######## block 1 ########
### Routed clock nets over the placement, block 1

Scale: 6 px per micron.
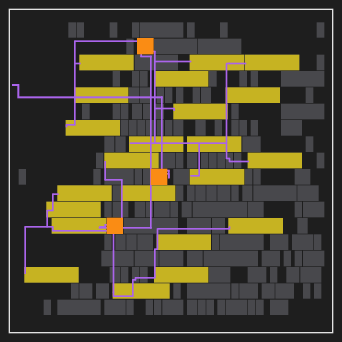
<file path="src/rtl/seizure_decision_if.sv">
// Score stream between the per-channel weighted-sum serialiser and the
// seizure decision block.
//   sum_in    : signed channel score (SUM_W bits)
//   sum_valid : sum_in valid
//   sum_last  : final channel of the window, qualified by sum_valid
//   sum_ready : consumer can accept a score
// master = score source, slave = seizure_decision.
interface seizure_decision_if #(
  parameter int SUM_W = 12
);
  logic signed [SUM_W-1:0] sum_in;
  logic                    sum_valid;
  logic                    sum_last;
  logic                    sum_ready;

  modport master (output sum_in, output sum_valid, output sum_last, input  sum_ready);
  modport slave  (input  sum_in, input  sum_valid, input  sum_last, output sum_ready);
endinterface

</file>
<file path="src/rtl/seizure_decision.sv">
// Seizure decision: counts per-channel threshold hits in each analysis window,
// flags the window when enough channels vote, and raises seizure_det after
// PERSIST consecutive flagged windows.
// Ports:
//   clk, rst_n   : clock (rising edge), asynchronous active-low reset
//   bus (slave)  : score stream sum_in/sum_valid/sum_last/sum_ready
//   win_valid    : one-cycle pulse, decision outputs updated
//   win_flag     : last window had vote_count >= VOTE_MIN
//   vote_count   : hits in last completed window
//   seizure_det  : detection level
//   err_len      : sticky, a window length differed from NUM_CH
//   ch_mask      : per-channel hit mask of last window
// Optional: define SEIZURE_DECISION_CHMASK_EN to build the ch_mask register;
// otherwise ch_mask is tied to 0.
module seizure_decision #(
  parameter int NUM_CH   = 16,
  parameter int SUM_W    = 12,
  parameter int THRESH   = 512,
  parameter int VOTE_MIN = 2,
  parameter int PERSIST  = 3
) (
  input  logic                        clk,
  input  logic                        rst_n,
  seizure_decision_if.slave           bus,
  output logic                        win_valid,
  output logic                        win_flag,
  output logic [$clog2(NUM_CH+1)-1:0] vote_count,
  output logic                        seizure_det,
  output logic                        err_len,
  output logic [NUM_CH-1:0]           ch_mask
);
  localparam int CNT_W  = (NUM_CH > 1) ? $clog2(NUM_CH) : 1;
  localparam int VOTE_W = $clog2(NUM_CH+1);
  localparam int RUN_W  = $clog2(PERSIST+1);
  localparam logic [CNT_W-1:0]  LAST_CH = CNT_W'(NUM_CH-1);
  localparam logic [VOTE_W-1:0] VMIN    = VOTE_W'(VOTE_MIN);
  localparam logic [RUN_W-1:0]  PMAX    = RUN_W'(PERSIST);

  typedef enum logic {COLLECT, DECIDE} state_t;

  state_t             r_state;
  logic               r_ready;
  logic [CNT_W-1:0]   r_ch_cnt;
  logic [VOTE_W-1:0]  r_votes;
  logic [RUN_W-1:0]   r_run;
  logic               r_win_valid, r_win_flag, r_det, r_err;
  logic [VOTE_W-1:0]  r_vote_count;

  logic               w_accept, w_hit, w_at_last_ch, w_win_end, w_len_bad, w_flag;
  logic signed [31:0] w_score;
  logic [RUN_W-1:0]   w_run_next;

  // Score widened to 32 bits so THRESH is never truncated in the compare.
  assign w_score      = 32'(bus.sum_in);
  assign w_hit        = (w_score > THRESH);
  assign w_accept     = bus.sum_valid & r_ready;
  assign w_at_last_ch = (r_ch_cnt == LAST_CH);
  assign w_win_end    = bus.sum_last | w_at_last_ch;
  assign w_len_bad    = bus.sum_last ^ w_at_last_ch;
  assign w_flag       = (r_votes >= VMIN);
  assign w_run_next   = !w_flag ? '0 : (r_run >= PMAX) ? PMAX : r_run + 1'b1;

  // r_ready is only low in reset and in DECIDE, so it doubles as the
  // registered sum_ready.
  assign bus.sum_ready = r_ready;
  assign win_valid     = r_win_valid;
  assign win_flag      = r_win_flag;
  assign vote_count    = r_vote_count;
  assign seizure_det   = r_det;
  assign err_len       = r_err;

  always_ff @(posedge clk or negedge rst_n) begin
    if (!rst_n) begin
      r_state      <= COLLECT;
      r_ready      <= 1'b0;
      r_ch_cnt     <= '0;
      r_votes      <= '0;
      r_run        <= '0;
      r_win_valid  <= 1'b0;
      r_win_flag   <= 1'b0;
      r_vote_count <= '0;
      r_det        <= 1'b0;
      r_err        <= 1'b0;
    end else begin
      r_win_valid <= 1'b0;
      case (r_state)
        COLLECT: begin
          r_ready <= 1'b1;
          if (w_accept) begin
            r_votes  <= r_votes + VOTE_W'(w_hit);
            r_ch_cnt <= r_ch_cnt + 1'b1;
            if (w_win_end) begin
              r_state <= DECIDE;
              r_ready <= 1'b0;
              if (w_len_bad) r_err <= 1'b1;
            end
          end
        end
        DECIDE: begin
          r_win_valid  <= 1'b1;
          r_vote_count <= r_votes;
          r_win_flag   <= w_flag;
          r_run        <= w_run_next;
          r_det        <= (w_run_next >= PMAX);
          r_votes      <= '0;
          r_ch_cnt     <= '0;
          r_ready      <= 1'b1;
          r_state      <= COLLECT;
        end
        default: r_state <= COLLECT;
      endcase
    end
  end

`ifdef SEIZURE_DECISION_CHMASK_EN
  logic [NUM_CH-1:0] r_mask, r_ch_mask;

  always_ff @(posedge clk or negedge rst_n) begin
    if (!rst_n) begin
      r_mask    <= '0;
      r_ch_mask <= '0;
    end else if (r_state == COLLECT) begin
      if (w_accept) r_mask[r_ch_cnt] <= w_hit;
    end else begin
      r_ch_mask <= r_mask;
      r_mask    <= '0;
    end
  end

  assign ch_mask = r_ch_mask;
`else
  assign ch_mask = '0;
`endif
endmodule

</file>
<file path="src/flat_wrapper.sv">
// flat-port wrapper written by rule: the top's interface ports become plain ports
module seizure_decision_flat 
#(
  parameter int NUM_CH   = 16,
  parameter int SUM_W    = 12,
  parameter int THRESH   = 512,
  parameter int VOTE_MIN = 2,
  parameter int PERSIST  = 3
)
  (clk, rst_n, win_valid, win_flag, vote_count, seizure_det, err_len, ch_mask, bus_sum_in, bus_sum_valid, bus_sum_last, bus_sum_ready);
  seizure_decision_if #(.SUM_W(SUM_W)) bus_i ();
  input  logic clk;
  input  logic rst_n;
  output logic win_valid;
  output logic win_flag;
  output logic [$clog2(NUM_CH+1)-1:0] vote_count;
  output logic seizure_det;
  output logic err_len;
  output logic [NUM_CH-1:0] ch_mask;
  input wire logic [$bits(bus_i.sum_in)-1:0] bus_sum_in;
  input wire logic [$bits(bus_i.sum_valid)-1:0] bus_sum_valid;
  input wire logic [$bits(bus_i.sum_last)-1:0] bus_sum_last;
  output wire logic [$bits(bus_i.sum_ready)-1:0] bus_sum_ready;
  assign bus_i.sum_in = bus_sum_in;
  assign bus_i.sum_valid = bus_sum_valid;
  assign bus_i.sum_last = bus_sum_last;
  assign bus_sum_ready = bus_i.sum_ready;
  seizure_decision #(.NUM_CH(NUM_CH), .SUM_W(SUM_W), .THRESH(THRESH), .VOTE_MIN(VOTE_MIN), .PERSIST(PERSIST)) u_core (.clk(clk), .rst_n(rst_n), .bus(bus_i), .win_valid(win_valid), .win_flag(win_flag), .vote_count(vote_count), .seizure_det(seizure_det), .err_len(err_len), .ch_mask(ch_mask));
endmodule
</file>
<file path="config.mk">
export PLATFORM = sky130hd
export DESIGN_NAME = seizure_decision_flat
export DESIGN_NICKNAME = d
export VERILOG_FILES = /design/src/rtl/seizure_decision_if.sv /design/src/rtl/seizure_decision.sv /design/src/flat_wrapper.sv
export SDC_FILE = /design/constraint.sdc
export NUM_CORES = 1
export LEC_CHECK = 0
export ABC_AREA = 1
export CAP_MARGIN = 0
export CORE_UTILIZATION = 44
export CTS_CLUSTER_SIZE = 20
export DETAILED_ROUTE_END_ITERATION = 16
export HOLD_SLACK_MARGIN = 0.02
export PLACE_DENSITY = 0.9
export SETUP_SLACK_MARGIN = 0.02
export SLEW_MARGIN = 20
export SYNTH_ARGS = -nofsm -noshare
export SYNTH_HDL_FRONTEND = slang
export SYNTH_SLANG_ARGS = --single-unit
</file>
<file path="constraint.sdc">
create_clock -name clk -period 1.2 [get_ports clk]
set_input_delay 0.18 -clock clk [delete_from_list [all_inputs] [get_ports clk]]
set_output_delay 0.18 -clock clk [all_outputs]
set_load 0.05 [all_outputs]
</file>
==> impl_metrics.ini <==
; flow metrics
[status]
status = finished clean

[clock_network]
clk_latency_ps = 320
cts_buffer_depth = 2
postCtsResizedCells = 15
cts_max_level = 1
clk_pin_slew_ps = 120
cts_setup_buffers = 2

[yosys]
yosysWarningCount = 0
largest_area_cell = dfrtp_1
synthArstFlopShare_pct = 100
top_cell = nand2_1
yosysChipArea_sq_um = 1170
numSynthFlops = 22
synthCells = 143
ys_sh_mux_pct = 0
synth-edff-count = 0

[die]
fp.coreArea_sq_um = 2500
dieArea_sq_um = 2880
die_w_microns = 53.6
dieHeight_microns = 53.6
nWellTaps = 30

[final_layout]
area_growth_pct = 37.5
lay_top_count = nand2_1
lay_top_cells = nand2_1 (37), dfrtp_1 (21), conb_1 (16)
inverters = 17
flops = 22

[timing]
setup_slack_ps = 51.3
finalMaxSlewViolations = 0
final-setup-viol-count = 0

[detailed_routing]
drt-met1-wl_microns = 890
met3_length_microns = 121
route.met2.wl_microns = 1230
ant_nets = 0

[power_and_ir_drop]
maxPowerGroup = sequential cells
powerClk_uw = 416
total_power_uw = 2270
power_density_nw_per_um2 = 1410

[placement]
place_area_sq_um = 1530

[worst_setup_path]
endpoint_kind = flop
crit_type = reg2reg
cp.arrival_ps = 1380
cpLargestDelayFamily = flip-flops
## Picture notes: 'Routed clock nets over the placement' of block 1
[clock drivers] orange | count: 3
[clock wires] purple | length: 276 microns
[flip-flops] yellow | count: 22
routed clock nets	4

path summary, 6_finish.rpt:
path	from	endpoint	slack, ps	cells after the start
setup / recovery	u_core.r_votes[0]	u_core.r_votes[4]	50	7
hold / removal	rst_n	u_core.r_votes[4]	190	2
setup reg to reg	u_core.r_votes[0]	u_core.r_votes[4]	50	7
hold reg to reg	u_core.r_run[1]	u_core.seizure_det	530	2
max in group asynchronous	rst_n	u_core.bus.sum_ready	760	2
min in group clk	u_core.r_run[1]	u_core.seizure_det	530	2

######## block 2 ########
### Clock wiring as the flow saved it, block 2

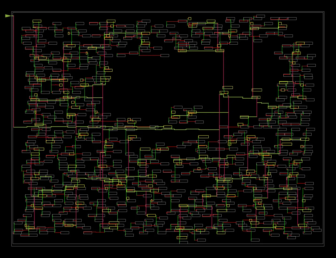
<file path="config.mk">
export PLATFORM = sky130hd
export DESIGN_NAME = sprite_pixel_requester
export DESIGN_NICKNAME = d
export VERILOG_FILES = /design/src/rtl/sprite_pixel_requester.sv
export SDC_FILE = /design/constraint.sdc
export NUM_CORES = 2
export LEC_CHECK = 0
export ABC_AREA = 1
export CAP_MARGIN = 10
export CELL_PAD_IN_SITES_DETAIL_PLACEMENT = 0
export CELL_PAD_IN_SITES_GLOBAL_PLACEMENT = 1
export CORE_ASPECT_RATIO = 0.75
export CORE_UTILIZATION = 38
export CTS_CLUSTER_DIAMETER = 40
export DETAILED_ROUTE_END_ITERATION = 10
export PLACE_DENSITY_LB_ADDON = 0.1
export SYNTH_ARGS = -nofsm -noshare
export SYNTH_HDL_FRONTEND = slang
export SYNTH_SLANG_ARGS = --single-unit
export TNS_END_PERCENT = 50
</file>
<file path="constraint.sdc">
create_clock -name clk -period 22.9 [get_ports clk]
set_input_delay 2.29 -clock clk [delete_from_list [all_inputs] [get_ports clk]]
set_output_delay 2.29 -clock clk [all_outputs]
set_load 0.02 [all_outputs]
</file>
<file path="src/rtl/sprite_pixel_requester.sv">
// Per-pixel sprite lookup: scans object slots in priority order, issues requests to the
// sprite storage and returns the first opaque colour (or background) with a valid pulse.
module sprite_pixel_requester #(
    parameter int         NUM_SLOTS   = 4,
    parameter int         SPRITE_W    = 32,
    parameter int         SPRITE_H    = 32,
    parameter logic [7:0] TRANSPARENT = 8'hFF,
    parameter logic [7:0] BG_COLOR    = 8'h00
) (
    input  logic                                            clk,
    input  logic                                            reset,
    input  logic                                            pixel_req,
    input  logic signed [31:0]                              pixelX,
    input  logic signed [31:0]                              pixelY,
    input  logic [NUM_SLOTS-1:0]                            slot_enable,
    input  logic signed [31:0]                              slot_sprite [NUM_SLOTS],
    input  logic signed [31:0]                              slot_x      [NUM_SLOTS],
    input  logic signed [31:0]                              slot_y      [NUM_SLOTS],
    output logic                                            busy,
    output logic signed [31:0]                              sprite_number,
    output logic signed [31:0]                              requested_x,
    output logic signed [31:0]                              requested_y,
    output logic signed [31:0]                              x_offset,
    output logic signed [31:0]                              y_offset,
    input  logic [7:0]                                      RGBin,
    output logic [7:0]                                      RGBout,
    output logic                                            rgb_valid,
    output logic                                            hit,
    output logic [((NUM_SLOTS > 1) ? $clog2(NUM_SLOTS) : 1)-1:0] hit_slot
);

    localparam int IDX_W = (NUM_SLOTS > 1) ? $clog2(NUM_SLOTS) : 1;
    localparam logic [IDX_W-1:0] LAST_IDX = IDX_W'(NUM_SLOTS - 1);

    typedef enum logic [1:0] {
        IDLE,
        SCAN,
        DRAIN
    } state_t;

    state_t state, state_next;

    logic [IDX_W-1:0]     idx;
    logic signed [31:0]   snap_px;
    logic signed [31:0]   snap_py;
    logic [NUM_SLOTS-1:0] snap_en;
    logic signed [31:0]   snap_sprite [NUM_SLOTS];
    logic signed [31:0]   snap_x      [NUM_SLOTS];
    logic signed [31:0]   snap_y      [NUM_SLOTS];

    // Tag pipeline mirrors the storage's two-cycle latency; live marks an occupied
    // scan slot, valid marks that a request was actually issued for it.
    logic             s1_live, s1_valid;
    logic [IDX_W-1:0] s1_idx;
    logic             s2_live, s2_valid;
    logic [IDX_W-1:0] s2_idx;

    logic signed [31:0] rel_x, rel_y;
    logic               accept;
    logic               candidate;
    logic               winner;
    logic               scan_done;

    assign busy = (state != IDLE);

    always_comb begin
        rel_x      = snap_px - snap_x[idx];
        rel_y      = snap_py - snap_y[idx];
        accept     = (state == IDLE) && pixel_req;
        candidate  = (state == SCAN) && snap_en[idx] &&
                     (rel_x >= 0) && (rel_x < SPRITE_W) &&
                     (rel_y >= 0) && (rel_y < SPRITE_H);
        winner     = s2_live && s2_valid && (RGBin != TRANSPARENT);
        scan_done  = s2_live && (s2_idx == LAST_IDX) && !winner;
    end

    always_ff @(posedge clk or posedge reset) begin
        if (reset) begin
            state <= IDLE;
        end else begin
            state <= state_next;
        end
    end

    always_comb begin
        state_next = state;
        case (state)
            IDLE: begin
                if (accept) begin
                    state_next = SCAN;
                end
            end
            SCAN: begin
                if (winner || scan_done) begin
                    state_next = IDLE;
                end else if (idx == LAST_IDX) begin
                    state_next = DRAIN;
                end
            end
            DRAIN: begin
                if (winner || scan_done) begin
                    state_next = IDLE;
                end
            end
            default: state_next = IDLE;
        endcase
    end

    always_ff @(posedge clk or posedge reset) begin
        if (reset) begin
            idx           <= '0;
            snap_px       <= '0;
            snap_py       <= '0;
            snap_en       <= '0;
            for (int i = 0; i < NUM_SLOTS; i++) begin
                snap_sprite[i] <= '0;
                snap_x[i]      <= '0;
                snap_y[i]      <= '0;
            end
            s1_live       <= 1'b0;
            s1_valid      <= 1'b0;
            s1_idx        <= '0;
            s2_live       <= 1'b0;
            s2_valid      <= 1'b0;
            s2_idx        <= '0;
            sprite_number <= '0;
            requested_x   <= '0;
            requested_y   <= '0;
            x_offset      <= '0;
            y_offset      <= '0;
            RGBout        <= 8'h00;
            rgb_valid     <= 1'b0;
            hit           <= 1'b0;
            hit_slot      <= '0;
        end else begin
            rgb_valid <= 1'b0;

            if (accept) begin
                idx         <= '0;
                snap_px     <= pixelX;
                snap_py     <= pixelY;
                snap_en     <= slot_enable;
                snap_sprite <= slot_sprite;
                snap_x      <= slot_x;
                snap_y      <= slot_y;
            end else if (state == SCAN) begin
                idx <= idx + 1'b1;
            end

            // A winner flushes the pipeline so later in-flight responses are dropped.
            if (winner) begin
                s1_live  <= 1'b0;
                s1_valid <= 1'b0;
                s2_live  <= 1'b0;
                s2_valid <= 1'b0;
            end else begin
                s1_live  <= (state == SCAN);
                s1_valid <= candidate;
                s1_idx   <= idx;
                s2_live  <= s1_live;
                s2_valid <= s1_valid;
                s2_idx   <= s1_idx;
            end

            if (candidate && !winner) begin
                sprite_number <= snap_sprite[idx];
                requested_x   <= snap_px;
                requested_y   <= snap_py;
                x_offset      <= snap_x[idx];
                y_offset      <= snap_y[idx];
            end

            if (winner) begin
                RGBout    <= RGBin;
                hit       <= 1'b1;
                hit_slot  <= s2_idx;
                rgb_valid <= 1'b1;
            end else if (scan_done) begin
                RGBout    <= BG_COLOR;
                hit       <= 1'b0;
                hit_slot  <= '0;
                rgb_valid <= 1'b1;
            end
        end
    end

endmodule

</file>
==> impl_metrics.ini <==
; flow metrics
[yosys]
avgSynthCellArea_sq_um = 7.22
top_cells_by_count = nand2_1 (2046), dfrtp_1 (636), inv_1 (582)
ff_type = dfrtp_1
yosysChipArea_sq_um = 33600
synth-edff-count = 0
synth_cell_types = 37
xor_area_share_pct = 0.209
synth_top_area_share_pct = 47.4
synthArstFlopShare_pct = 100
yosys.area_share.aoi_pct = 9.76
synth_nets = 5179

[power_and_ir_drop]
total_power_uw = 6840
maxPowerGroup = combinational logic
p_clk_share_pct = 22.6
sw_frac_of_total_pct = 48.0
p_seq_share_pct = 26.4

[grt]
grt_use_total_pct = 27.4
grt_pass1_vias = 30500
busiest_layer = met2
grtUsageMet2_pct = 42.5
gr-usage-met3_pct = 6.23

[timing]
rsz0062_at_grt = no
finalClockSkew_ps = 39.2
hold_ws_ps = 463
fmax_mhz = 131
tightest_slew_ps = 1080
setup_slack_ps = 15270

[worst_setup_path]
reg2reg_from = idx[0]
cp.arrival_ps = 8230
r2r_end = sprite_number[31]
path_common_cell = nand2_1
r2r_slack_ps = 15270
endpoint_kind = flop
cp_data_required_time_ps = 23500
crit_buf_inv = 6
cp_max_fo = 92
crit_start = idx[0]

[final_layout]
seq_area_share_pct = 36.1
inverters = 601
antenna_cells = 13
clkCellAreaFrac_pct = 7.74
lay_top_cells = nand2_1 (2046), dfrtp_1 (635), clkdlybuf4s50_1 (635)
design_area_sq_um = 44100
n_all_buffers = 666
buffer_area_share_pct = 15.0
comb-cell-share_pct = 32.6
layout.area.comb_sq_um = 14400
drive_above_1_share_pct = 4.49

[placement]
dp_worst_setup_slack_ps = 15260
place.gp.congestion = 0.938

[job]
tool_warnings = 37

[status]
status = finished clean

[clock_network]
cts_max_level = 3
cts_setup_buffers = 0
cts_tree = yes

[detailed_routing]
first_pass_iters = 5
wl_per_cell_microns = 19.2
Notes on 'Clock wiring as the flow saved it' of block 2 above:
clock buf count: 106
Latency at later pin: 680 ps
CTS Buf Count: 95

[routing by layer]
metal	share of wire, %	vias to the layer above
li1	-	15400
met1	45	14700
met2	45	919
met3	7.0	179
met4	3.0	16
met5	0.096	-
[flip-flops by register name (all words and copies together), names as in the netlist, 2 cells and up]
register,count
RGBout,8
hit_slot,2
idx,2
requested_x,32
requested_y,32
s1_idx,2
s2_idx,2
snap_en,4
snap_px,32
snap_py,32
snap_sprite,128
snap_x,128
snap_y,128
sprite_number,32
state,2
x_offset,32
y_offset,32
[worst min-delay path, cell delays in order, from the launching register on]
cell	delay [ps]
dfrtp_1	330
nand2_1	50
nand2_1	50

######## block 3 ########
### src/rtl/pipeline_hazard_ctrl_if.sv
// ---------------------------------------------------------------------------
// pipeline_hazard_ctrl_if
// Purpose : bundles the pipeline-status inputs and the load/flush/forward
//           controls exchanged between the five-stage datapath and the
//           hazard controller.
// Modports: master - datapath side (drives stage status, receives controls)
//           slave  - hazard controller side
// Signals :
//   id_src1/id_src2/id_two_src       ID-stage source registers
//   ex_dest/ex_wb_en/ex_mem_rd       EX-stage destination, writeback, load
//   mem_dest/mem_wb_en               MEM-stage destination, writeback
//   wb_dest/wb_wb_en                 WB-stage destination, writeback
//   ex_src1/ex_src2                  EX-stage sources (forwarding only)
//   mem_req                          MEM instruction accesses data memory
//   branch_taken/ex_s_upd            EX branch resolution, flag update
//   *_ld, *_flush, status_ld         register load / flush controls
//   fwd_sel1/fwd_sel2                EX operand select (00 RF, 01 MEM, 10 WB)
//   freeze                           memory freeze active
// ---------------------------------------------------------------------------
interface pipeline_hazard_ctrl_if #(
   parameter int unsigned REG_AW = 4
) ();
   logic [REG_AW-1:0] id_src1;
   logic [REG_AW-1:0] id_src2;
   logic              id_two_src;
   logic [REG_AW-1:0] ex_dest;
   logic              ex_wb_en;
   logic              ex_mem_rd;
   logic [REG_AW-1:0] mem_dest;
   logic              mem_wb_en;
   logic [REG_AW-1:0] wb_dest;
   logic              wb_wb_en;
   logic [REG_AW-1:0] ex_src1;
   logic [REG_AW-1:0] ex_src2;
   logic              mem_req;
   logic              branch_taken;
   logic              ex_s_upd;

   logic              pc_ld;
   logic              if_id_ld;
   logic              id_ex_ld;
   logic              ex_mem_ld;
   logic              mem_wb_ld;
   logic              if_id_flush;
   logic              id_ex_flush;
   logic              status_ld;
   logic [1:0]        fwd_sel1;
   logic [1:0]        fwd_sel2;
   logic              freeze;

   modport master (
      output id_src1, id_src2, id_two_src, ex_dest, ex_wb_en, ex_mem_rd,
             mem_dest, mem_wb_en, wb_dest, wb_wb_en, ex_src1, ex_src2,
             mem_req, branch_taken, ex_s_upd,
      input  pc_ld, if_id_ld, id_ex_ld, ex_mem_ld, mem_wb_ld,
             if_id_flush, id_ex_flush, status_ld, fwd_sel1, fwd_sel2, freeze
   );

   modport slave (
      input  id_src1, id_src2, id_two_src, ex_dest, ex_wb_en, ex_mem_rd,
             mem_dest, mem_wb_en, wb_dest, wb_wb_en, ex_src1, ex_src2,
             mem_req, branch_taken, ex_s_upd,
      output pc_ld, if_id_ld, id_ex_ld, ex_mem_ld, mem_wb_ld,
             if_id_flush, id_ex_flush, status_ld, fwd_sel1, fwd_sel2, freeze
   );
endinterface

### src/rtl/pipeline_hazard_ctrl.sv
// ---------------------------------------------------------------------------
// pipeline_hazard_ctrl
// Purpose : central stall/flush controller for the IF/ID/EX/MEM/WB pipeline.
//           Inserts bubbles on data hazards, squashes wrong-path instructions
//           on taken branches and freezes the pipeline during multi-cycle
//           data-memory accesses.
// Ports   : clk   - clock
//           rst   - asynchronous, active-high reset
//           hz_if - pipeline_hazard_ctrl_if.slave (stage status in,
//                   load/flush/forward controls out, all combinational)
// Config  : define PIPELINE_FORWARDING_EN to enable EX operand forwarding;
//           hazards then reduce to load-use only. Default build has no
//           forwarding and fwd_sel1/fwd_sel2 stay 00.
// ---------------------------------------------------------------------------
module pipeline_hazard_ctrl #(
   parameter int unsigned MEM_WAIT = 4,
   parameter int unsigned REG_AW   = 4
) (
   input  logic                 clk,
   input  logic                 rst,
   pipeline_hazard_ctrl_if.slave hz_if
);

   localparam int unsigned CNT_W = 4;

   typedef enum logic [1:0] {
      ST_IDLE = 2'd0,
      ST_WAIT = 2'd1,
      ST_DONE = 2'd2
   } state_e;

   state_e           state_q;
   logic [CNT_W-1:0] cnt_q;
   logic             freeze_c;
   logic             hz_src1_c;
   logic             hz_src2_c;
   logic             stall_c;
   logic [1:0]       fwd1_c;
   logic [1:0]       fwd2_c;

   function automatic logic hit(input logic en, input logic [REG_AW-1:0] dest,
                                input logic [REG_AW-1:0] src);
      return en & (dest == src);
   endfunction

   // Memory-access FSM; DONE gives one unfrozen advance cycle between accesses
   always_ff @(posedge clk or posedge rst) begin
      if (rst) begin
         state_q <= ST_IDLE;
         cnt_q   <= '0;
      end else begin
         case (state_q)
            ST_IDLE: begin
               if (hz_if.mem_req) begin
                  state_q <= ST_WAIT;
                  cnt_q   <= CNT_W'(MEM_WAIT - 1);
               end
            end
            ST_WAIT: begin
               if (cnt_q == '0) state_q <= ST_DONE;
               else             cnt_q   <= cnt_q - CNT_W'(1);
            end
            ST_DONE: state_q <= ST_IDLE;
            default: state_q <= ST_IDLE;
         endcase
      end
   end

   // Freeze starts in the request cycle itself, not one cycle later
   assign freeze_c = (state_q == ST_WAIT) | ((state_q == ST_IDLE) & hz_if.mem_req);

`ifdef PIPELINE_FORWARDING_EN
   // With forwarding only a load in EX cannot be bypassed in time
   assign hz_src1_c = hz_if.ex_mem_rd & hit(hz_if.ex_wb_en, hz_if.ex_dest, hz_if.id_src1);
   assign hz_src2_c = hz_if.ex_mem_rd & hit(hz_if.ex_wb_en, hz_if.ex_dest, hz_if.id_src2);

   // MEM result is younger than WB, so it wins
   always_comb begin
      fwd1_c = 2'b00;
      fwd2_c = 2'b00;
      if (hit(hz_if.mem_wb_en, hz_if.mem_dest, hz_if.ex_src1))     fwd1_c = 2'b01;
      else if (hit(hz_if.wb_wb_en, hz_if.wb_dest, hz_if.ex_src1))  fwd1_c = 2'b10;
      if (hit(hz_if.mem_wb_en, hz_if.mem_dest, hz_if.ex_src2))     fwd2_c = 2'b01;
      else if (hit(hz_if.wb_wb_en, hz_if.wb_dest, hz_if.ex_src2))  fwd2_c = 2'b10;
   end
`else
   // WB is excluded: the register file writes on the falling edge
   assign hz_src1_c = hit(hz_if.ex_wb_en, hz_if.ex_dest, hz_if.id_src1) |
                      hit(hz_if.mem_wb_en, hz_if.mem_dest, hz_if.id_src1);
   assign hz_src2_c = hit(hz_if.ex_wb_en, hz_if.ex_dest, hz_if.id_src2) |
                      hit(hz_if.mem_wb_en, hz_if.mem_dest, hz_if.id_src2);
   assign fwd1_c    = 2'b00;
   assign fwd2_c    = 2'b00;

   logic fwd_unused;
   assign fwd_unused = ^{hz_if.ex_src1, hz_if.ex_src2, hz_if.wb_dest,
                         hz_if.wb_wb_en, hz_if.ex_mem_rd};
`endif

   assign stall_c = hz_src1_c | (hz_if.id_two_src & hz_src2_c);

   // Control outputs: reset > freeze > branch > stall > normal
   always_comb begin
      hz_if.pc_ld       = 1'b0;
      hz_if.if_id_ld    = 1'b0;
      hz_if.id_ex_ld    = 1'b0;
      hz_if.ex_mem_ld   = 1'b0;
      hz_if.mem_wb_ld   = 1'b0;
      hz_if.if_id_flush = 1'b0;
      hz_if.id_ex_flush = 1'b0;
      hz_if.status_ld   = 1'b0;
      hz_if.fwd_sel1    = 2'b00;
      hz_if.fwd_sel2    = 2'b00;
      hz_if.freeze      = 1'b0;
      if (!rst) begin
         hz_if.freeze   = freeze_c;
         hz_if.fwd_sel1 = fwd1_c;
         hz_if.fwd_sel2 = fwd2_c;
         if (!freeze_c) begin
            hz_if.status_ld = hz_if.ex_s_upd;
            hz_if.id_ex_ld  = 1'b1;
            hz_if.ex_mem_ld = 1'b1;
            hz_if.mem_wb_ld = 1'b1;
            if (hz_if.branch_taken) begin
               hz_if.pc_ld       = 1'b1;
               hz_if.if_id_ld    = 1'b1;
               hz_if.if_id_flush = 1'b1;
               hz_if.id_ex_flush = 1'b1;
            end else if (stall_c) begin
               // Hold PC and IF/ID, push a bubble into ID/EX
               hz_if.id_ex_flush = 1'b1;
            end else begin
               hz_if.pc_ld    = 1'b1;
               hz_if.if_id_ld = 1'b1;
            end
         end
      end
   end

endmodule

### src/flat_wrapper.sv
// flat-port wrapper written by rule: the top's interface ports become plain ports
module pipeline_hazard_ctrl_flat 
#(
   parameter int unsigned MEM_WAIT = 4,
   parameter int unsigned REG_AW   = 4
)
  (clk, rst, hz_if_id_src1, hz_if_id_src2, hz_if_id_two_src, hz_if_ex_dest, hz_if_ex_wb_en, hz_if_ex_mem_rd, hz_if_mem_dest, hz_if_mem_wb_en, hz_if_wb_dest, hz_if_wb_wb_en, hz_if_ex_src1, hz_if_ex_src2, hz_if_mem_req, hz_if_branch_taken, hz_if_ex_s_upd, hz_if_pc_ld, hz_if_if_id_ld, hz_if_id_ex_ld, hz_if_ex_mem_ld, hz_if_mem_wb_ld, hz_if_if_id_flush, hz_if_id_ex_flush, hz_if_status_ld, hz_if_fwd_sel1, hz_if_fwd_sel2, hz_if_freeze);
  pipeline_hazard_ctrl_if #(.REG_AW(REG_AW)) hz_if_i ();
  input  logic clk;
  input  logic rst;
  input wire logic [$bits(hz_if_i.id_src1)-1:0] hz_if_id_src1;
  input wire logic [$bits(hz_if_i.id_src2)-1:0] hz_if_id_src2;
  input wire logic [$bits(hz_if_i.id_two_src)-1:0] hz_if_id_two_src;
  input wire logic [$bits(hz_if_i.ex_dest)-1:0] hz_if_ex_dest;
  input wire logic [$bits(hz_if_i.ex_wb_en)-1:0] hz_if_ex_wb_en;
  input wire logic [$bits(hz_if_i.ex_mem_rd)-1:0] hz_if_ex_mem_rd;
  input wire logic [$bits(hz_if_i.mem_dest)-1:0] hz_if_mem_dest;
  input wire logic [$bits(hz_if_i.mem_wb_en)-1:0] hz_if_mem_wb_en;
  input wire logic [$bits(hz_if_i.wb_dest)-1:0] hz_if_wb_dest;
  input wire logic [$bits(hz_if_i.wb_wb_en)-1:0] hz_if_wb_wb_en;
  input wire logic [$bits(hz_if_i.ex_src1)-1:0] hz_if_ex_src1;
  input wire logic [$bits(hz_if_i.ex_src2)-1:0] hz_if_ex_src2;
  input wire logic [$bits(hz_if_i.mem_req)-1:0] hz_if_mem_req;
  input wire logic [$bits(hz_if_i.branch_taken)-1:0] hz_if_branch_taken;
  input wire logic [$bits(hz_if_i.ex_s_upd)-1:0] hz_if_ex_s_upd;
  output wire logic [$bits(hz_if_i.pc_ld)-1:0] hz_if_pc_ld;
  output wire logic [$bits(hz_if_i.if_id_ld)-1:0] hz_if_if_id_ld;
  output wire logic [$bits(hz_if_i.id_ex_ld)-1:0] hz_if_id_ex_ld;
  output wire logic [$bits(hz_if_i.ex_mem_ld)-1:0] hz_if_ex_mem_ld;
  output wire logic [$bits(hz_if_i.mem_wb_ld)-1:0] hz_if_mem_wb_ld;
  output wire logic [$bits(hz_if_i.if_id_flush)-1:0] hz_if_if_id_flush;
  output wire logic [$bits(hz_if_i.id_ex_flush)-1:0] hz_if_id_ex_flush;
  output wire logic [$bits(hz_if_i.status_ld)-1:0] hz_if_status_ld;
  output wire logic [$bits(hz_if_i.fwd_sel1)-1:0] hz_if_fwd_sel1;
  output wire logic [$bits(hz_if_i.fwd_sel2)-1:0] hz_if_fwd_sel2;
  output wire logic [$bits(hz_if_i.freeze)-1:0] hz_if_freeze;
  assign hz_if_i.id_src1 = hz_if_id_src1;
  assign hz_if_i.id_src2 = hz_if_id_src2;
  assign hz_if_i.id_two_src = hz_if_id_two_src;
  assign hz_if_i.ex_dest = hz_if_ex_dest;
  assign hz_if_i.ex_wb_en = hz_if_ex_wb_en;
  assign hz_if_i.ex_mem_rd = hz_if_ex_mem_rd;
  assign hz_if_i.mem_dest = hz_if_mem_dest;
  assign hz_if_i.mem_wb_en = hz_if_mem_wb_en;
  assign hz_if_i.wb_dest = hz_if_wb_dest;
  assign hz_if_i.wb_wb_en = hz_if_wb_wb_en;
  assign hz_if_i.ex_src1 = hz_if_ex_src1;
  assign hz_if_i.ex_src2 = hz_if_ex_src2;
  assign hz_if_i.mem_req = hz_if_mem_req;
  assign hz_if_i.branch_taken = hz_if_branch_taken;
  assign hz_if_i.ex_s_upd = hz_if_ex_s_upd;
  assign hz_if_pc_ld = hz_if_i.pc_ld;
  assign hz_if_if_id_ld = hz_if_i.if_id_ld;
  assign hz_if_id_ex_ld = hz_if_i.id_ex_ld;
  assign hz_if_ex_mem_ld = hz_if_i.ex_mem_ld;
  assign hz_if_mem_wb_ld = hz_if_i.mem_wb_ld;
  assign hz_if_if_id_flush = hz_if_i.if_id_flush;
  assign hz_if_id_ex_flush = hz_if_i.id_ex_flush;
  assign hz_if_status_ld = hz_if_i.status_ld;
  assign hz_if_fwd_sel1 = hz_if_i.fwd_sel1;
  assign hz_if_fwd_sel2 = hz_if_i.fwd_sel2;
  assign hz_if_freeze = hz_if_i.freeze;
  pipeline_hazard_ctrl #(.MEM_WAIT(MEM_WAIT), .REG_AW(REG_AW)) u_core (.clk(clk), .rst(rst), .hz_if(hz_if_i));
endmodule
### config.mk
export PLATFORM = sky130hd
export DESIGN_NAME = pipeline_hazard_ctrl_flat
export DESIGN_NICKNAME = d
export VERILOG_FILES = /design/src/rtl/pipeline_hazard_ctrl_if.sv /design/src/rtl/pipeline_hazard_ctrl.sv /design/src/flat_wrapper.sv
export SDC_FILE = /design/constraint.sdc
export NUM_CORES = 1
export LEC_CHECK = 0
export CAP_MARGIN = 15
export CORE_MARGIN = 2
export CORE_UTILIZATION = 35
export CTS_BUF_LIST = sky130_fd_sc_hd__clkbuf_8
export DETAILED_ROUTE_END_ITERATION = 8
export PLACE_DENSITY = 0.87
export SLEW_MARGIN = 20
export SYNTH_ARGS = -nofsm -noshare
export SYNTH_HDL_FRONTEND = slang
export SYNTH_SLANG_ARGS = --single-unit
export TNS_END_PERCENT = 10
### constraint.sdc
create_clock -name clk -period 3.4 [get_ports clk]
set_clock_uncertainty 0.1 [all_clocks]
set_input_delay 0.68 -clock clk [delete_from_list [all_inputs] [get_ports clk]]
set_output_delay 0.68 -clock clk [all_outputs]
set_load 0.05 [all_outputs]
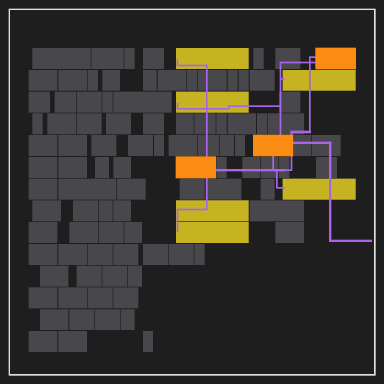
*Routed clock nets over the placement, block 3*
Scale: 8 px per micron.
[flip-flops] yellow | count: 6
[clock wires] purple | length: 129 microns
[clock drivers] orange | count: 3
routed clock nets	4

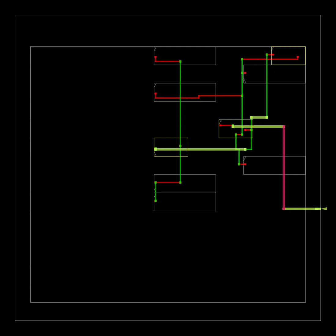
*Clock wiring as the flow saved it, block 3*
P_clk: 110 uW
CTS Buf Count: 3
clock buf count: 3
Latency at later pin: 230 ps

==> power by group <==
| part | internal, uW | switching, uW |
|---|---|---|
| clock | 76.4 | 33.9 |
| combinational | 146 | 187 |
| sequential | 101 | 37.6 |
==> metrics by stage <==
step / setup slack (ps) / util (%) / cell area, sq um / std cells
3_3_place_gp: 410 / 59.4 / 926 / 114
4_1_cts: 372 / 62.0 / 967 / 117
5_1_grt: 274 / 62.0 / 967 / 117
3_5_place_dp: 386 / 59.4 / 926 / 114
2_1_floorplan: 90.0 / - / 618 / 73
6_report: 383 / 62.0 / 967 / 117
==> impl_metrics.ini <==
; flow metrics
[status]
status = finished clean

[yosys]
ff_type = dfrtp_1
ys_sh_mux_pct = 0
netlist_top_cells_area = dfrtp_1 (25%), xor2_1 (17%), buf_4 (8.7%)
logic_family = XOR/XNOR gates
ys_sh_simple_pct = 21.2
top_cell = xor2_1

[hold_path]
min-delay-start = u_core.cnt_q[1]
worstHoldPathCells = 2

[clock_network]
postCtsResizedCells = 0
cts_max_level = 1
clock-sinks = 6

[detailed_routing]
drt-met1-wl_microns = 570
first_iter_violations = 7
wl_microns = 1520

[grt]
globalRouteMet1Util_pct = 16.1
grt_pass1_wl_microns = 2370
grt_antenna_before_repair = 0
grt_pass1_vias = 581
gr-usage-met3_pct = 4.37

[worst_setup_path]
r2r_end = u_core.cnt_q[3]
reg2reg_depth = 6
cp-endpoint = hz_if_if_id_ld

[placement]
place.gp.congestion = 0.753
port_buffers = 32

[power_and_ir_drop]
total_power_uw = 582
p_leak_uw = 0.000430

[die]
fp.coreArea_sq_um = 1560
io_pins = 51
die_w_microns = 45.5
fp_util_pct = 38.7

[timing]
tightest_slew_ps = 497
relSlewSlack_pct = 66.8

[final_layout]
largest_cell_class = combinational gates
flops = 6
lay_top_cells = clkdlybuf4s50_1 (25), xor2_1 (12), inv_1 (6), dfrtp_1 (6)
largest_reg_flops = 4
antenna_cells = 0

[job]
tool_warnings = 40

######## block 4 ########
### Placement density heat map, block 4

Scale: 3 px per micron. 14 x 14 tiles, from white (low) to dark blue (high), 0 to 100% covered.
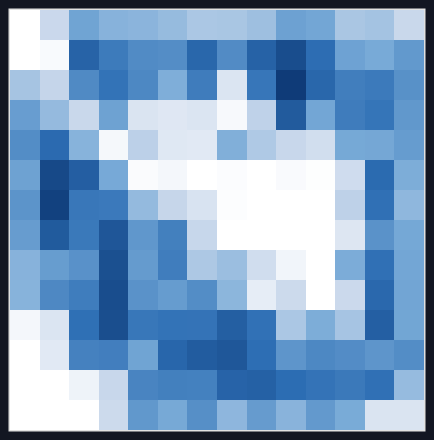
File: config.mk
export PLATFORM = sky130hd
export DESIGN_NAME = ahblite_slave_mux_flat
export DESIGN_NICKNAME = d
export VERILOG_FILES = /design/src/rtl/ahblite_pkg.sv /design/src/rtl/ahblite_slave_mux_if.sv /design/src/rtl/ahblite_default_slave.sv /design/src/rtl/ahblite_slave_mux.sv /design/src/flat_wrapper.sv
export SDC_FILE = /design/constraint.sdc
export NUM_CORES = 1
export LEC_CHECK = 0
export CORE_AREA = 2 2 136 138
export DETAILED_ROUTE_END_ITERATION = 12
export DIE_AREA = 0 0 138 140
export PLACE_DENSITY = 0.67
export SETUP_SLACK_MARGIN = 0.2
export SYNTH_ARGS = -nofsm -noshare
export SYNTH_HDL_FRONTEND = slang
export SYNTH_SLANG_ARGS = --single-unit
File: constraint.sdc
create_clock -name HCLK -period 1.85 [get_ports HCLK]
set_input_delay 0.185 -clock HCLK [delete_from_list [all_inputs] [get_ports HCLK]]
set_output_delay 0.185 -clock HCLK [all_outputs]
set_load 0.02 [all_outputs]
File: src/rtl/ahblite_pkg.sv
// Shared AHB-Lite encodings and helpers for the response-side slave mux.
package ahblite_pkg;

    localparam int NUM_PORTS = 9;

    typedef enum logic [1:0] {
        HTRANS_IDLE   = 2'b00,
        HTRANS_BUSY   = 2'b01,
        HTRANS_NONSEQ = 2'b10,
        HTRANS_SEQ    = 2'b11
    } htrans_e;

    localparam logic HRESP_OKAY  = 1'b0;
    localparam logic HRESP_ERROR = 1'b1;

    typedef enum logic [1:0] {
        DS_OK   = 2'b00,
        DS_ERR1 = 2'b01,
        DS_ERR2 = 2'b10
    } ds_state_e;

    // Isolate the lowest set bit so simultaneous selects resolve to the lowest port.
    function automatic logic [NUM_PORTS-1:0] lowest_set(input logic [NUM_PORTS-1:0] v);
        return v & (~v + NUM_PORTS'(1));
    endfunction

endpackage

File: src/rtl/ahblite_slave_mux_if.sv
// Bus bundle between master, decoder selects, slaves P0..P8 and the response mux.
interface ahblite_slave_mux_if;
    import ahblite_pkg::*;

    logic [1:0]           HTRANS;
    logic [NUM_PORTS-1:0] P_HSEL;
    logic [NUM_PORTS-1:0] P_HREADYOUT;
    logic [NUM_PORTS-1:0] P_HRESP;
    logic [31:0]          P_HRDATA [NUM_PORTS];
    logic                 HREADY;
    logic                 HRESP;
    logic [31:0]          HRDATA;

    modport slave (
        input  HTRANS, P_HSEL, P_HREADYOUT, P_HRESP, P_HRDATA,
        output HREADY, HRESP, HRDATA
    );

    modport master (
        output HTRANS, P_HSEL, P_HREADYOUT, P_HRESP, P_HRDATA,
        input  HREADY, HRESP, HRDATA
    );

endinterface

File: src/rtl/ahblite_default_slave.sv
// Built-in default slave: answers unmapped/disabled transfers with the two-cycle ERROR.
//
//   state | meaning
//   ------+--------------------------------------------------------------
//   OK    | idle or OKAY response (HREADYOUT=1, HRESP=0)
//   ERR1  | first error cycle, stalls the bus (HREADYOUT=0, HRESP=1)
//   ERR2  | second error cycle, next address sampled (HREADYOUT=1, HRESP=1)
module ahblite_default_slave
    import ahblite_pkg::*;
(
    input  logic HCLK,
    input  logic HRESET,
    input  logic HREADY,
    input  logic sel_default_valid,
    output logic HREADYOUT,
    output logic HRESP
);

    ds_state_e state_q, state_d;

    always_ff @(posedge HCLK) begin
        if (HRESET) begin
            state_q <= DS_OK;
        end else begin
            state_q <= state_d;
        end
    end

    always_comb begin
        state_d   = state_q;
        HREADYOUT = 1'b1;
        HRESP     = HRESP_OKAY;
        unique case (state_q)
            DS_OK: begin
                if (HREADY && sel_default_valid) state_d = DS_ERR1;
            end
            DS_ERR1: begin
                HREADYOUT = 1'b0;
                HRESP     = HRESP_ERROR;
                state_d   = DS_ERR2;
            end
            DS_ERR2: begin
                HRESP   = HRESP_ERROR;
                state_d = (HREADY && sel_default_valid) ? DS_ERR1 : DS_OK;
            end
            default: state_d = DS_OK;
        endcase
    end

endmodule

File: src/rtl/ahblite_slave_mux.sv
// AHB-Lite response mux: registers the data-phase owner and steers the owner's
// HREADYOUT/HRESP/HRDATA back to the master; port 9 is the built-in default slave.
module ahblite_slave_mux
    import ahblite_pkg::*;
#(
    parameter logic [NUM_PORTS-1:0] PORT_EN       = 9'h1FF,
    parameter logic [31:0]          DEFAULT_RDATA = 32'h0000_0000
) (
    input  logic                HCLK,
    input  logic                HRESET,
    ahblite_slave_mux_if.slave  bus
);

    logic [NUM_PORTS-1:0] eff_sel;
    logic [NUM_PORTS-1:0] win_sel;
    logic                 ds_valid;
    logic [NUM_PORTS:0]   sel_q, sel_d;
    logic                 ds_hreadyout;
    logic                 ds_hresp;
    logic                 hready;
    logic                 hresp;
    logic [31:0]          hrdata;

    always_comb begin
        eff_sel  = bus.P_HSEL & PORT_EN;
        win_sel  = lowest_set(eff_sel);
        ds_valid = (eff_sel == '0) && bus.HTRANS[1];
        sel_d    = {ds_valid, win_sel};
    end

    // Owner only advances on HREADY, so selects seen during wait states are dropped.
    always_ff @(posedge HCLK) begin
        if (HRESET) begin
            sel_q <= '0;
        end else if (hready) begin
            sel_q <= sel_d;
        end
    end

    ahblite_default_slave u_default_slave (
        .HCLK              (HCLK),
        .HRESET            (HRESET),
        .HREADY            (hready),
        .sel_default_valid (ds_valid),
        .HREADYOUT         (ds_hreadyout),
        .HRESP             (ds_hresp)
    );

    always_comb begin
        hready = 1'b1;
        hresp  = HRESP_OKAY;
        hrdata = DEFAULT_RDATA;
        if (sel_q[NUM_PORTS]) begin
            hready = ds_hreadyout;
            hresp  = ds_hresp;
        end else begin
            for (int n = 0; n < NUM_PORTS; n++) begin
                if (sel_q[n]) begin
                    hready = bus.P_HREADYOUT[n];
                    hresp  = bus.P_HRESP[n];
                    hrdata = bus.P_HRDATA[n];
                end
            end
        end
    end

    assign bus.HREADY = hready;
    assign bus.HRESP  = hresp;
    assign bus.HRDATA = hrdata;

endmodule

File: src/flat_wrapper.sv
// flat-port wrapper written by rule: the top's interface ports become plain ports
module ahblite_slave_mux_flat import ahblite_pkg::*;
#(
    parameter logic [NUM_PORTS-1:0] PORT_EN       = 9'h1FF,
    parameter logic [31:0]          DEFAULT_RDATA = 32'h0000_0000
)
  (HCLK, HRESET, bus_HTRANS, bus_P_HSEL, bus_P_HREADYOUT, bus_P_HRESP, bus_P_HRDATA, bus_HREADY, bus_HRESP, bus_HRDATA);
  ahblite_slave_mux_if bus_i ();
  input  logic HCLK;
  input  logic HRESET;
  input wire logic [$bits(bus_i.HTRANS)-1:0] bus_HTRANS;
  input wire logic [$bits(bus_i.P_HSEL)-1:0] bus_P_HSEL;
  input wire logic [$bits(bus_i.P_HREADYOUT)-1:0] bus_P_HREADYOUT;
  input wire logic [$bits(bus_i.P_HRESP)-1:0] bus_P_HRESP;
  input wire logic [$bits(bus_i.P_HRDATA)-1:0] bus_P_HRDATA;
  output wire logic [$bits(bus_i.HREADY)-1:0] bus_HREADY;
  output wire logic [$bits(bus_i.HRESP)-1:0] bus_HRESP;
  output wire logic [$bits(bus_i.HRDATA)-1:0] bus_HRDATA;
  assign bus_i.HTRANS = bus_HTRANS;
  assign bus_i.P_HSEL = bus_P_HSEL;
  assign bus_i.P_HREADYOUT = bus_P_HREADYOUT;
  assign bus_i.P_HRESP = bus_P_HRESP;
  assign bus_i.P_HRDATA = {>>{bus_P_HRDATA}};
  assign bus_HREADY = bus_i.HREADY;
  assign bus_HRESP = bus_i.HRESP;
  assign bus_HRDATA = bus_i.HRDATA;
  ahblite_slave_mux #(.PORT_EN(PORT_EN), .DEFAULT_RDATA(DEFAULT_RDATA)) u_core (.HCLK(HCLK), .HRESET(HRESET), .bus(bus_i));
endmodule
==> impl_metrics.ini <==
; flow metrics
[status]
status = finished, violations left
violations = negative setup slack

[die]
fp_util_pct = 17.7
io_pins = 353
die_w_microns = 138
rows = 49
nWellTaps = 229
dieHeight_microns = 140

[clock_network]
cts_buffers = 3
hold_buffers = 0
cts_max_level = 1
postCtsResizedCells = 309
clock-sinks = 12

[detailed_routing]
first_iter_violations = 298
wl_per_cell_microns = 20.7
post-route-drc-count = 0

[placement]
place_area_sq_um = 7630
dp_worst_setup_slack_ps = -612
port_buffers = 351
dp_hpwl_microns = 17200
placed_cells = 1090
place.gp.congestion = 0.868

[worst_setup_path]
reg2reg_depth = 9
cpLargestDelayFamily = AND-OR/OR-AND gates
worst_path_max_delay_cell = dfxtp_4
r2r_end = u_core.sel_q[4]
cp_max_fo = 6
cp_data_required_time_ps = 1660
r2r_slack_ps = -70
critical_path_depth = 8
reg2reg_from = u_core.sel_q[2]
crit_type = reg2out

[timing]
final-setup-viol-count = 39
finalMaxSlewViolations = 0
min_period_ps = 2140
finalSetupTns_ps = -7480
setup_slack_ps = -289
finalClockSkew_ps = 2.75
relSlewSlack_pct = 75.0

[grt]
grt_pass1_wl_microns = 34300
overflow = 0
grt_max_degree = 38
grt_pass1_vias = 5969
grt_antenna_before_repair = 0

[yosys]
yosysWarningCount = 0
ff_type = dfxtp_1
seq_area_frac_synth_pct = 7.61
synthCells = 490
syn-cell-area_sq_um = 3160
top_cell = a21oi_1
synthArstFlopShare_pct = 0
synth_top_area_share_pct = 18.0
netlist_top_cells_area = a221oi_1 (18%), a21oi_1 (11%), o31ai_1 (7.9%)
synth_nets = 814

[final_layout]
seq_area_sq_um = 258
comb-cell-share_pct = 38.9
area_growth_pct = 190
fin_cells = 1122
lay_top_count = clkdlybuf4s50_1
largest_reg_flops = 10
layout.area.comb_sq_um = 3560
n_all_buffers = 459

[hold_path]
min_to = u_core.sel_q[8]
worstHoldPathCells = 2

[power_and_ir_drop]
power_density_nw_per_um2 = 319
## Picture notes: 'Placement density heat map' of block 4
nearly empty tiles	11%
emptiest ninth of the die	middle
mean over tiles	46%
tiles over 75% full	14%
fullest tile	96%

power breakdown:
group          internal (uW)  switching, uW
clock                    327            118
combinational           1350            842
sequential               263           8.78
kinds of logic after synthesis:
kind of cell | Yosys count | synth area share (%)
compound gates | 279 | 59.8
buf+inv | 101 | 13.6
fa+ha+maj | 5 | 1.98
flops | 12 | 7.61
simple gates | 82 | 13.6
mux | 11 | 3.49
per-layer routing:
layer	up-vias	global-route usage, %	share of wire [%]
met5	-	0	0
met4	0	3.87	1.9
met3	31	3.28	5.1
met2	226	39.9	50
met1	2748	28.3	43
li1	2718	-	-

######## block 5 ########
--- config.mk ---
export PLATFORM = sky130hd
export DESIGN_NAME = mem_req_ctrl
export DESIGN_NICKNAME = d
export VERILOG_FILES = /design/src/rtl/mem_req_ctrl.sv
export SDC_FILE = /design/constraint.sdc
export NUM_CORES = 1
export LEC_CHECK = 0
export CORE_MARGIN = 4
export CORE_UTILIZATION = 47
export CTS_CLUSTER_DIAMETER = 120
export DETAILED_ROUTE_END_ITERATION = 12
export PLACE_DENSITY_LB_ADDON = 0.08
export SYNTH_ARGS = -nofsm -noshare
export SYNTH_HDL_FRONTEND = slang
export SYNTH_SLANG_ARGS = --single-unit
--- constraint.sdc ---
create_clock -name clk -period 5 [get_ports clk]
set_clock_uncertainty 0.05 [all_clocks]
set_input_delay 1.25 -clock clk [delete_from_list [all_inputs] [get_ports clk]]
set_output_delay 1.25 -clock clk [all_outputs]
set_load 0.005 [all_outputs]
--- src/rtl/mem_req_ctrl.sv ---
// mem_req_ctrl: MEM-stage load/store initiator with alignment check, variable-latency handshake and load extension
// Ports:
//   clk, rst_n                        clock, asynchronous active-low reset
//   req_valid, req_read, req_write    request from EX/MEM and its direction
//   req_addr, req_wdata               byte address, right-justified store data
//   req_size, req_signed              0 byte / 1 half / 2 word / 3 illegal; sign-extend loads
//   mem_addr, mem_wdata, mem_be       word address, lane-replicated store data, byte enables
//   mem_read, mem_write               memory strobes, held until mem_ready or timeout
//   mem_ready, mem_rdata              memory completion and read word
//   stall                             combinational hold for upstream latches
//   rsp_valid, rsp_data, rsp_err      one-cycle response toward MEM/WB
module mem_req_ctrl #(
    parameter int TIMEOUT = 15
) (
    input  logic        clk,
    input  logic        rst_n,
    input  logic        req_valid,
    input  logic        req_read,
    input  logic        req_write,
    input  logic [31:0] req_addr,
    input  logic [31:0] req_wdata,
    input  logic [1:0]  req_size,
    input  logic        req_signed,
    output logic [31:0] mem_addr,
    output logic [31:0] mem_wdata,
    output logic [3:0]  mem_be,
    output logic        mem_read,
    output logic        mem_write,
    input  logic        mem_ready,
    input  logic [31:0] mem_rdata,
    output logic        stall,
    output logic        rsp_valid,
    output logic [31:0] rsp_data,
    output logic        rsp_err
);
    localparam int CW = $clog2(TIMEOUT + 1);
    typedef enum logic [1:0] {IDLE, ISSUE, RESP, ERR} state_t;
    state_t state, state_n;
    logic [CW-1:0] cnt;
    logic [1:0] off_q, size_q;
    logic sgn_q, bad, timeout;
    logic [7:0] lane_b;
    logic [15:0] lane_h;
    logic [31:0] ext;
    assign bad = ~(req_read ^ req_write) | (req_size == 2'd3)
               | (req_size == 2'd1 & req_addr[0]) | (req_size == 2'd2 & |req_addr[1:0]);
    // The cycle that would bring the count up to TIMEOUT is the last strobe cycle.
    assign timeout = cnt == CW'(TIMEOUT - 1);
    assign stall = (state == ISSUE) | (state == IDLE & req_valid & (req_read | req_write));
    assign lane_b = mem_rdata[{off_q, 3'b000} +: 8];
    assign lane_h = off_q[1] ? mem_rdata[31:16] : mem_rdata[15:0];
    assign ext = size_q == 2'd0 ? {{24{sgn_q & lane_b[7]}}, lane_b} :
                 size_q == 2'd1 ? {{16{sgn_q & lane_h[15]}}, lane_h} : mem_rdata;
    always_comb begin
        state_n = state;
        case (state)
            IDLE:    state_n = !req_valid ? IDLE : bad ? ERR : ISSUE;
            ISSUE:   state_n = mem_ready ? RESP : timeout ? ERR : ISSUE;
            default: state_n = IDLE;
        endcase
    end
    always_ff @(posedge clk or negedge rst_n) begin
        if (!rst_n) begin
            state     <= IDLE;
            cnt       <= '0;
            off_q     <= '0;
            size_q    <= '0;
            sgn_q     <= 1'b0;
            mem_addr  <= '0;
            mem_wdata <= '0;
            mem_be    <= '0;
            mem_read  <= 1'b0;
            mem_write <= 1'b0;
            rsp_valid <= 1'b0;
            rsp_data  <= '0;
            rsp_err   <= 1'b0;
        end else begin
            state     <= state_n;
            cnt       <= (state == ISSUE && !mem_ready) ? cnt + 1'b1 : '0;
            rsp_valid <= state_n == RESP || state_n == ERR;
            rsp_err   <= state_n == ERR;
            // mem_read is still high in the completing ISSUE cycle, so it marks a load.
            rsp_data  <= (state_n == RESP && mem_read) ? ext : '0;
            if (state == IDLE && state_n == ISSUE) begin
                off_q     <= req_addr[1:0];
                size_q    <= req_size;
                sgn_q     <= req_signed;
                mem_addr  <= {2'b00, req_addr[31:2]};
                mem_be    <= req_size == 2'd0 ? 4'b0001 << req_addr[1:0] :
                             req_size == 2'd1 ? 4'b0011 << req_addr[1:0] : 4'hF;
                mem_wdata <= req_size == 2'd0 ? {4{req_wdata[7:0]}} :
                             req_size == 2'd1 ? {2{req_wdata[15:0]}} : req_wdata;
                mem_read  <= req_read;
                mem_write <= req_write;
            end else if (state_n != ISSUE) begin
                mem_read  <= 1'b0;
                mem_write <= 1'b0;
            end
        end
    end
endmodule

==> impl_metrics.ini <==
; flow metrics
[hold_path]
min-delay-start = mem_wdata[23]
hold_path.class = reg2reg

[grt]
grt_pass1_vias = 4415
grt_pass1_wl_microns = 22600

[final_layout]
buffer_area_share_pct = 26.4
antenna_cells = 0
comb-cell-share_pct = 27.1

[timing]
rsz0062_at_grt = no
hold_ws_ps = 433

[worst_setup_path]
endpoint_kind = output pin
critPathMaxStageDelay_ps = 500
cp_data_required_time_ps = 3700
path_cells = clkdlybuf4s50_1 > inv_1 > ha_1 > inv_1 > a21oi_1 > nor2_1 > clkdlybuf4s50_1

[status]
status = finished clean

[power_and_ir_drop]
vdd_drop_max_mv = 0.280
total_power_uw = 4180

[die]
rows = 38

[detailed_routing]
ant_nets = 0
wl_per_cell_microns = 18.1

[clock_network]
cts_root_buf = clkbuf_16

[yosys]
netlist_top_cells_area = dfrtp_1 (53%), mux2_1 (14%), mux2_2 (3.4%)
[kinds of logic (layout without fill, tap and decap cells)]
logic type      after synthesis  after routing  share of synthesized area [%]
buf+inv                      60            278                           5.37
xor+xnor                      2              2                          0.331
fa+ha+maj                     7              7                           1.66
other cells                   1              2                         0.0709
compound gates               70             70                           9.42
mux                         105            105                           23.5
flops                       113            113                           53.5
simple gates                 61             61                           6.15
[where the power goes]
part | leakage [uW] | switching [uW] | total, uW | internal [uW]
registers | 0.00143 | 245 | 1470 | 1230
logic | 0.00176 | 521 | 1420 | 895
clock network | 0.000305 | 411 | 1290 | 880
total | 0.00350 | 1180 | 4180 | 3000
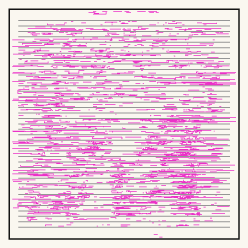
*Signal wires on met1, block 5*
Scale: 2 px per micron. Supply wires on this layer in gray.
main direction	horizontal
nets with wire on the layer	618

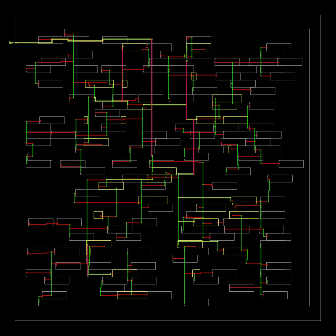
*Clock wiring as the flow saved it, block 5*
clock buf count: 21
CTS Buf Count: 17
flop count: 113
CTS Sinks: 113


######## block 6 ########
### Met3 routing, block 6

Scale: 12 px per micron. Cells faint in the background.
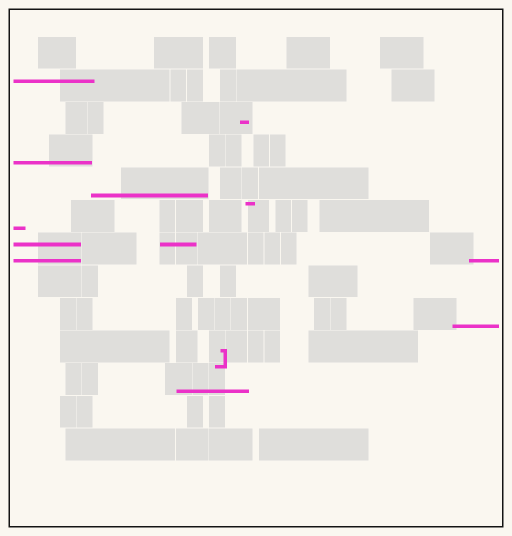
### Routed clock nets over the placement, block 6

Scale: 8 px per micron.
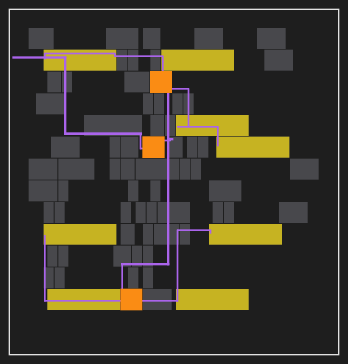
File: config.mk
export PLATFORM = sky130hd
export DESIGN_NAME = sat_counter
export DESIGN_NICKNAME = d
export VERILOG_FILES = /design/src/rtl/count_seq_checker_sat_counter.sv
export SDC_FILE = /design/constraint.sdc
export NUM_CORES = 1
export LEC_CHECK = 0
export ABC_AREA = 1
export CORE_AREA = 2 2 39 41
export DETAILED_ROUTE_END_ITERATION = 6
export DIE_AREA = 0 0 41 43
export PLACE_DENSITY = 0.61
export SLEW_MARGIN = 0
export SYNTH_ARGS = -nofsm -noshare
export SYNTH_HDL_FRONTEND = slang
export SYNTH_SLANG_ARGS = --single-unit
File: constraint.sdc
create_clock -name clk -period 3.4 [get_ports clk]
set_input_delay 0.51 -clock clk [delete_from_list [all_inputs] [get_ports clk]]
set_output_delay 0.51 -clock clk [all_outputs]
set_load 0.02 [all_outputs]
File: src/rtl/count_seq_checker_sat_counter.sv
// Event counter that sticks at all-ones instead of rolling over.
module sat_counter #(
    parameter int W = 8
) (
    input  logic         clk,
    input  logic         rst_n,
    input  logic         inc,
    output logic [W-1:0] cnt
);

    logic [W-1:0] cnt_q;
    logic [W-1:0] cnt_d;

    always_comb begin
        cnt_d = cnt_q;
        if (inc && (cnt_q != {W{1'b1}})) begin
            cnt_d = cnt_q + {{(W-1){1'b0}}, 1'b1};
        end
    end

    always_ff @(posedge clk or negedge rst_n) begin
        if (!rst_n) begin
            cnt_q <= '0;
        end else begin
            cnt_q <= cnt_d;
        end
    end

    assign cnt = cnt_q;

endmodule

==> impl_metrics.ini <==
; flow metrics
[power_and_ir_drop]
combPwrFrac_pct = 41.4
p_leak_uw = 0.000294
switchingPower_uw = 172
sw_frac_of_total_pct = 41.3
maxPowerGroup = combinational logic

[timing]
hold_ws_ps = 535
tightest_slew_ps = 381
hold_violations = 0

[worst_setup_path]
r2r_slack_ps = 2000
crit_type = reg2out
cpLargestDelayFamily = buffers and inverters
cp-start-kind = flop
reg2reg_depth = 8

[clock_network]
cts_setup_buffers = 0
cts_buffer_depth = 2
clock-sinks = 8

[final_layout]
fin_cells = 92
fillCellCount = 132
fin_nets = 82
seq_area_share_pct = 32.0
comb-cell-share_pct = 41.2

[yosys]
synth_nets = 67
yosys.area_share.aoi_pct = 2.07
ys_cells = 63
ys_sh_mux_pct = 0
synthCells = 63
netlist_top_cells_area = dfrtp_1 (41%), nand2_1 (21%), nor2_1 (4.7%)
avgSynthCellArea_sq_um = 7.67
numSynthFlops = 8
largest_area_cell = dfrtp_1

[grt]
grtUsageMet2_pct = 17.8
grt_max_degree = 9

[status]
status = finished clean

[die]
die_w_microns = 41
dieHeight_microns = 43

[detailed_routing]
wl_per_cell_microns = 10.5
first_pass_iters = 4
## Picture notes: 'Met3 routing' of block 6
wire length on this layer	50.4 microns
longest straight run	9.40 microns
nets with wire on the layer	10

## Picture notes: 'Routed clock nets over the placement' of block 6
[clock wires] purple | length: 137 microns
[flip-flops] yellow | count: 8
[clock drivers] orange | count: 3
routed clock nets	4

[Yosys cell counts]
| cell | instances |
|---|---|
| nor3_1 | 1 |
| nand2_2 | 1 |
| inv_4 | 1 |
| nor2_2 | 1 |
| nand2_4 | 1 |
| nand2_8 | 1 |
| inv_1 | 5 |
| xnor2_1 | 1 |
| ha_1 | 1 |
| nor3b_1 | 1 |
| nor2_1 | 6 |
| o21ai_0 | 1 |
| a21oi_1 | 1 |
| dfrtp_1 | 8 |
| nor2_4 | 2 |
| xor2_1 | 1 |
| nand2_1 | 27 |
| nand3_1 | 3 |


## Gallery

Signal wires on met1.
panel A
Scale: 6 px per micron. Supply wires on this layer in gray.
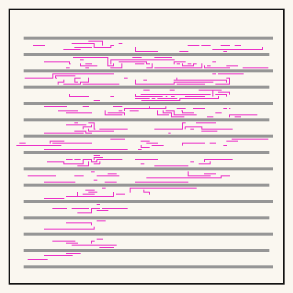
panel B
Scale: 4 px per micron. Supply wires on this layer in gray.
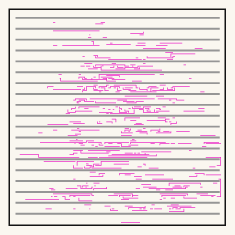
panel C
Scale: 1 px per micron. Supply wires on this layer in gray.
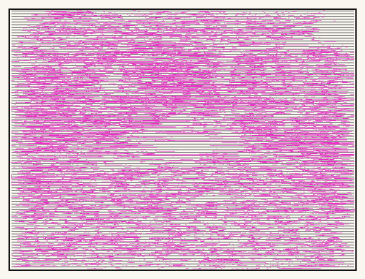
panel D
Scale: 6 px per micron. Supply wires on this layer in gray.
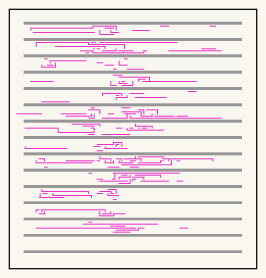
panel E
Scale: 2 px per micron. Supply wires on this layer in gray.
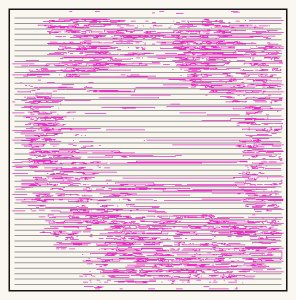
| picture | from |
|---|---|
| panel D | block 6 |
| panel B | block 1 |
| panel C | block 2 |
| panel A | block 3 |
| panel E | block 4 |


==> screenshots <==
Met3 routing.
shot_01.png
Scale: 4 px per micron. Cells faint in the background.
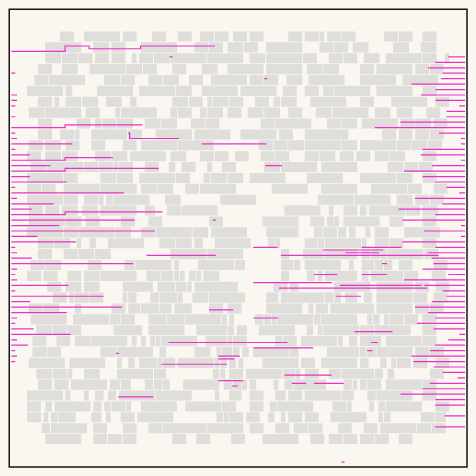
shot_02.png
Scale: 3 px per micron. Cells faint in the background.
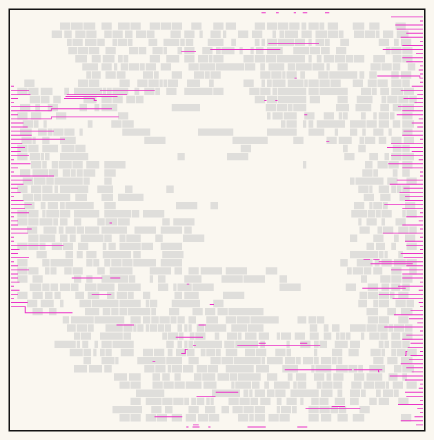
shot_03.png
Scale: 10 px per micron. Cells faint in the background.
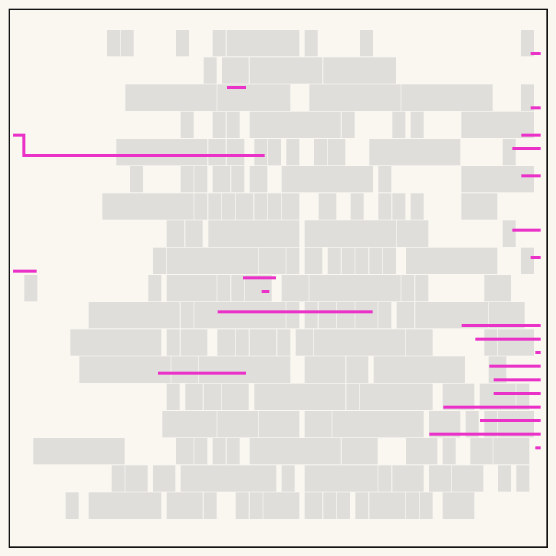
shot_04.png
Scale: 10 px per micron. Cells faint in the background.
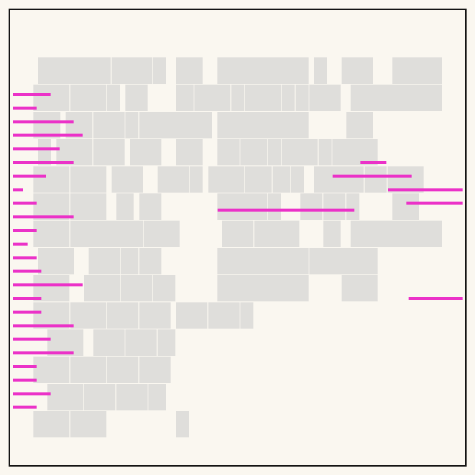
shot_05.png
Scale: 1.5 px per micron. Cells faint in the background.
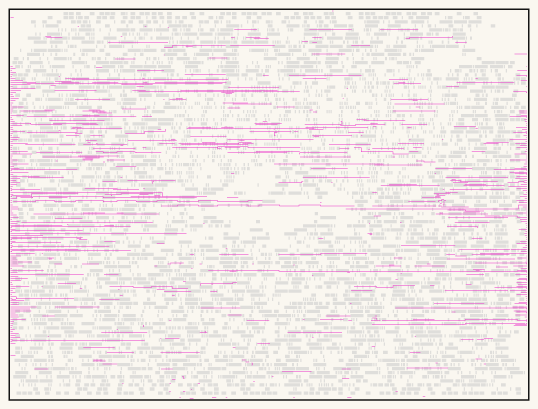
shot_03.png comes from block 1.
shot_02.png comes from block 4.
shot_01.png comes from block 5.
shot_04.png comes from block 3.
shot_05.png comes from block 2.

No activity file was given, so power comes from the tool's default toggle rates.
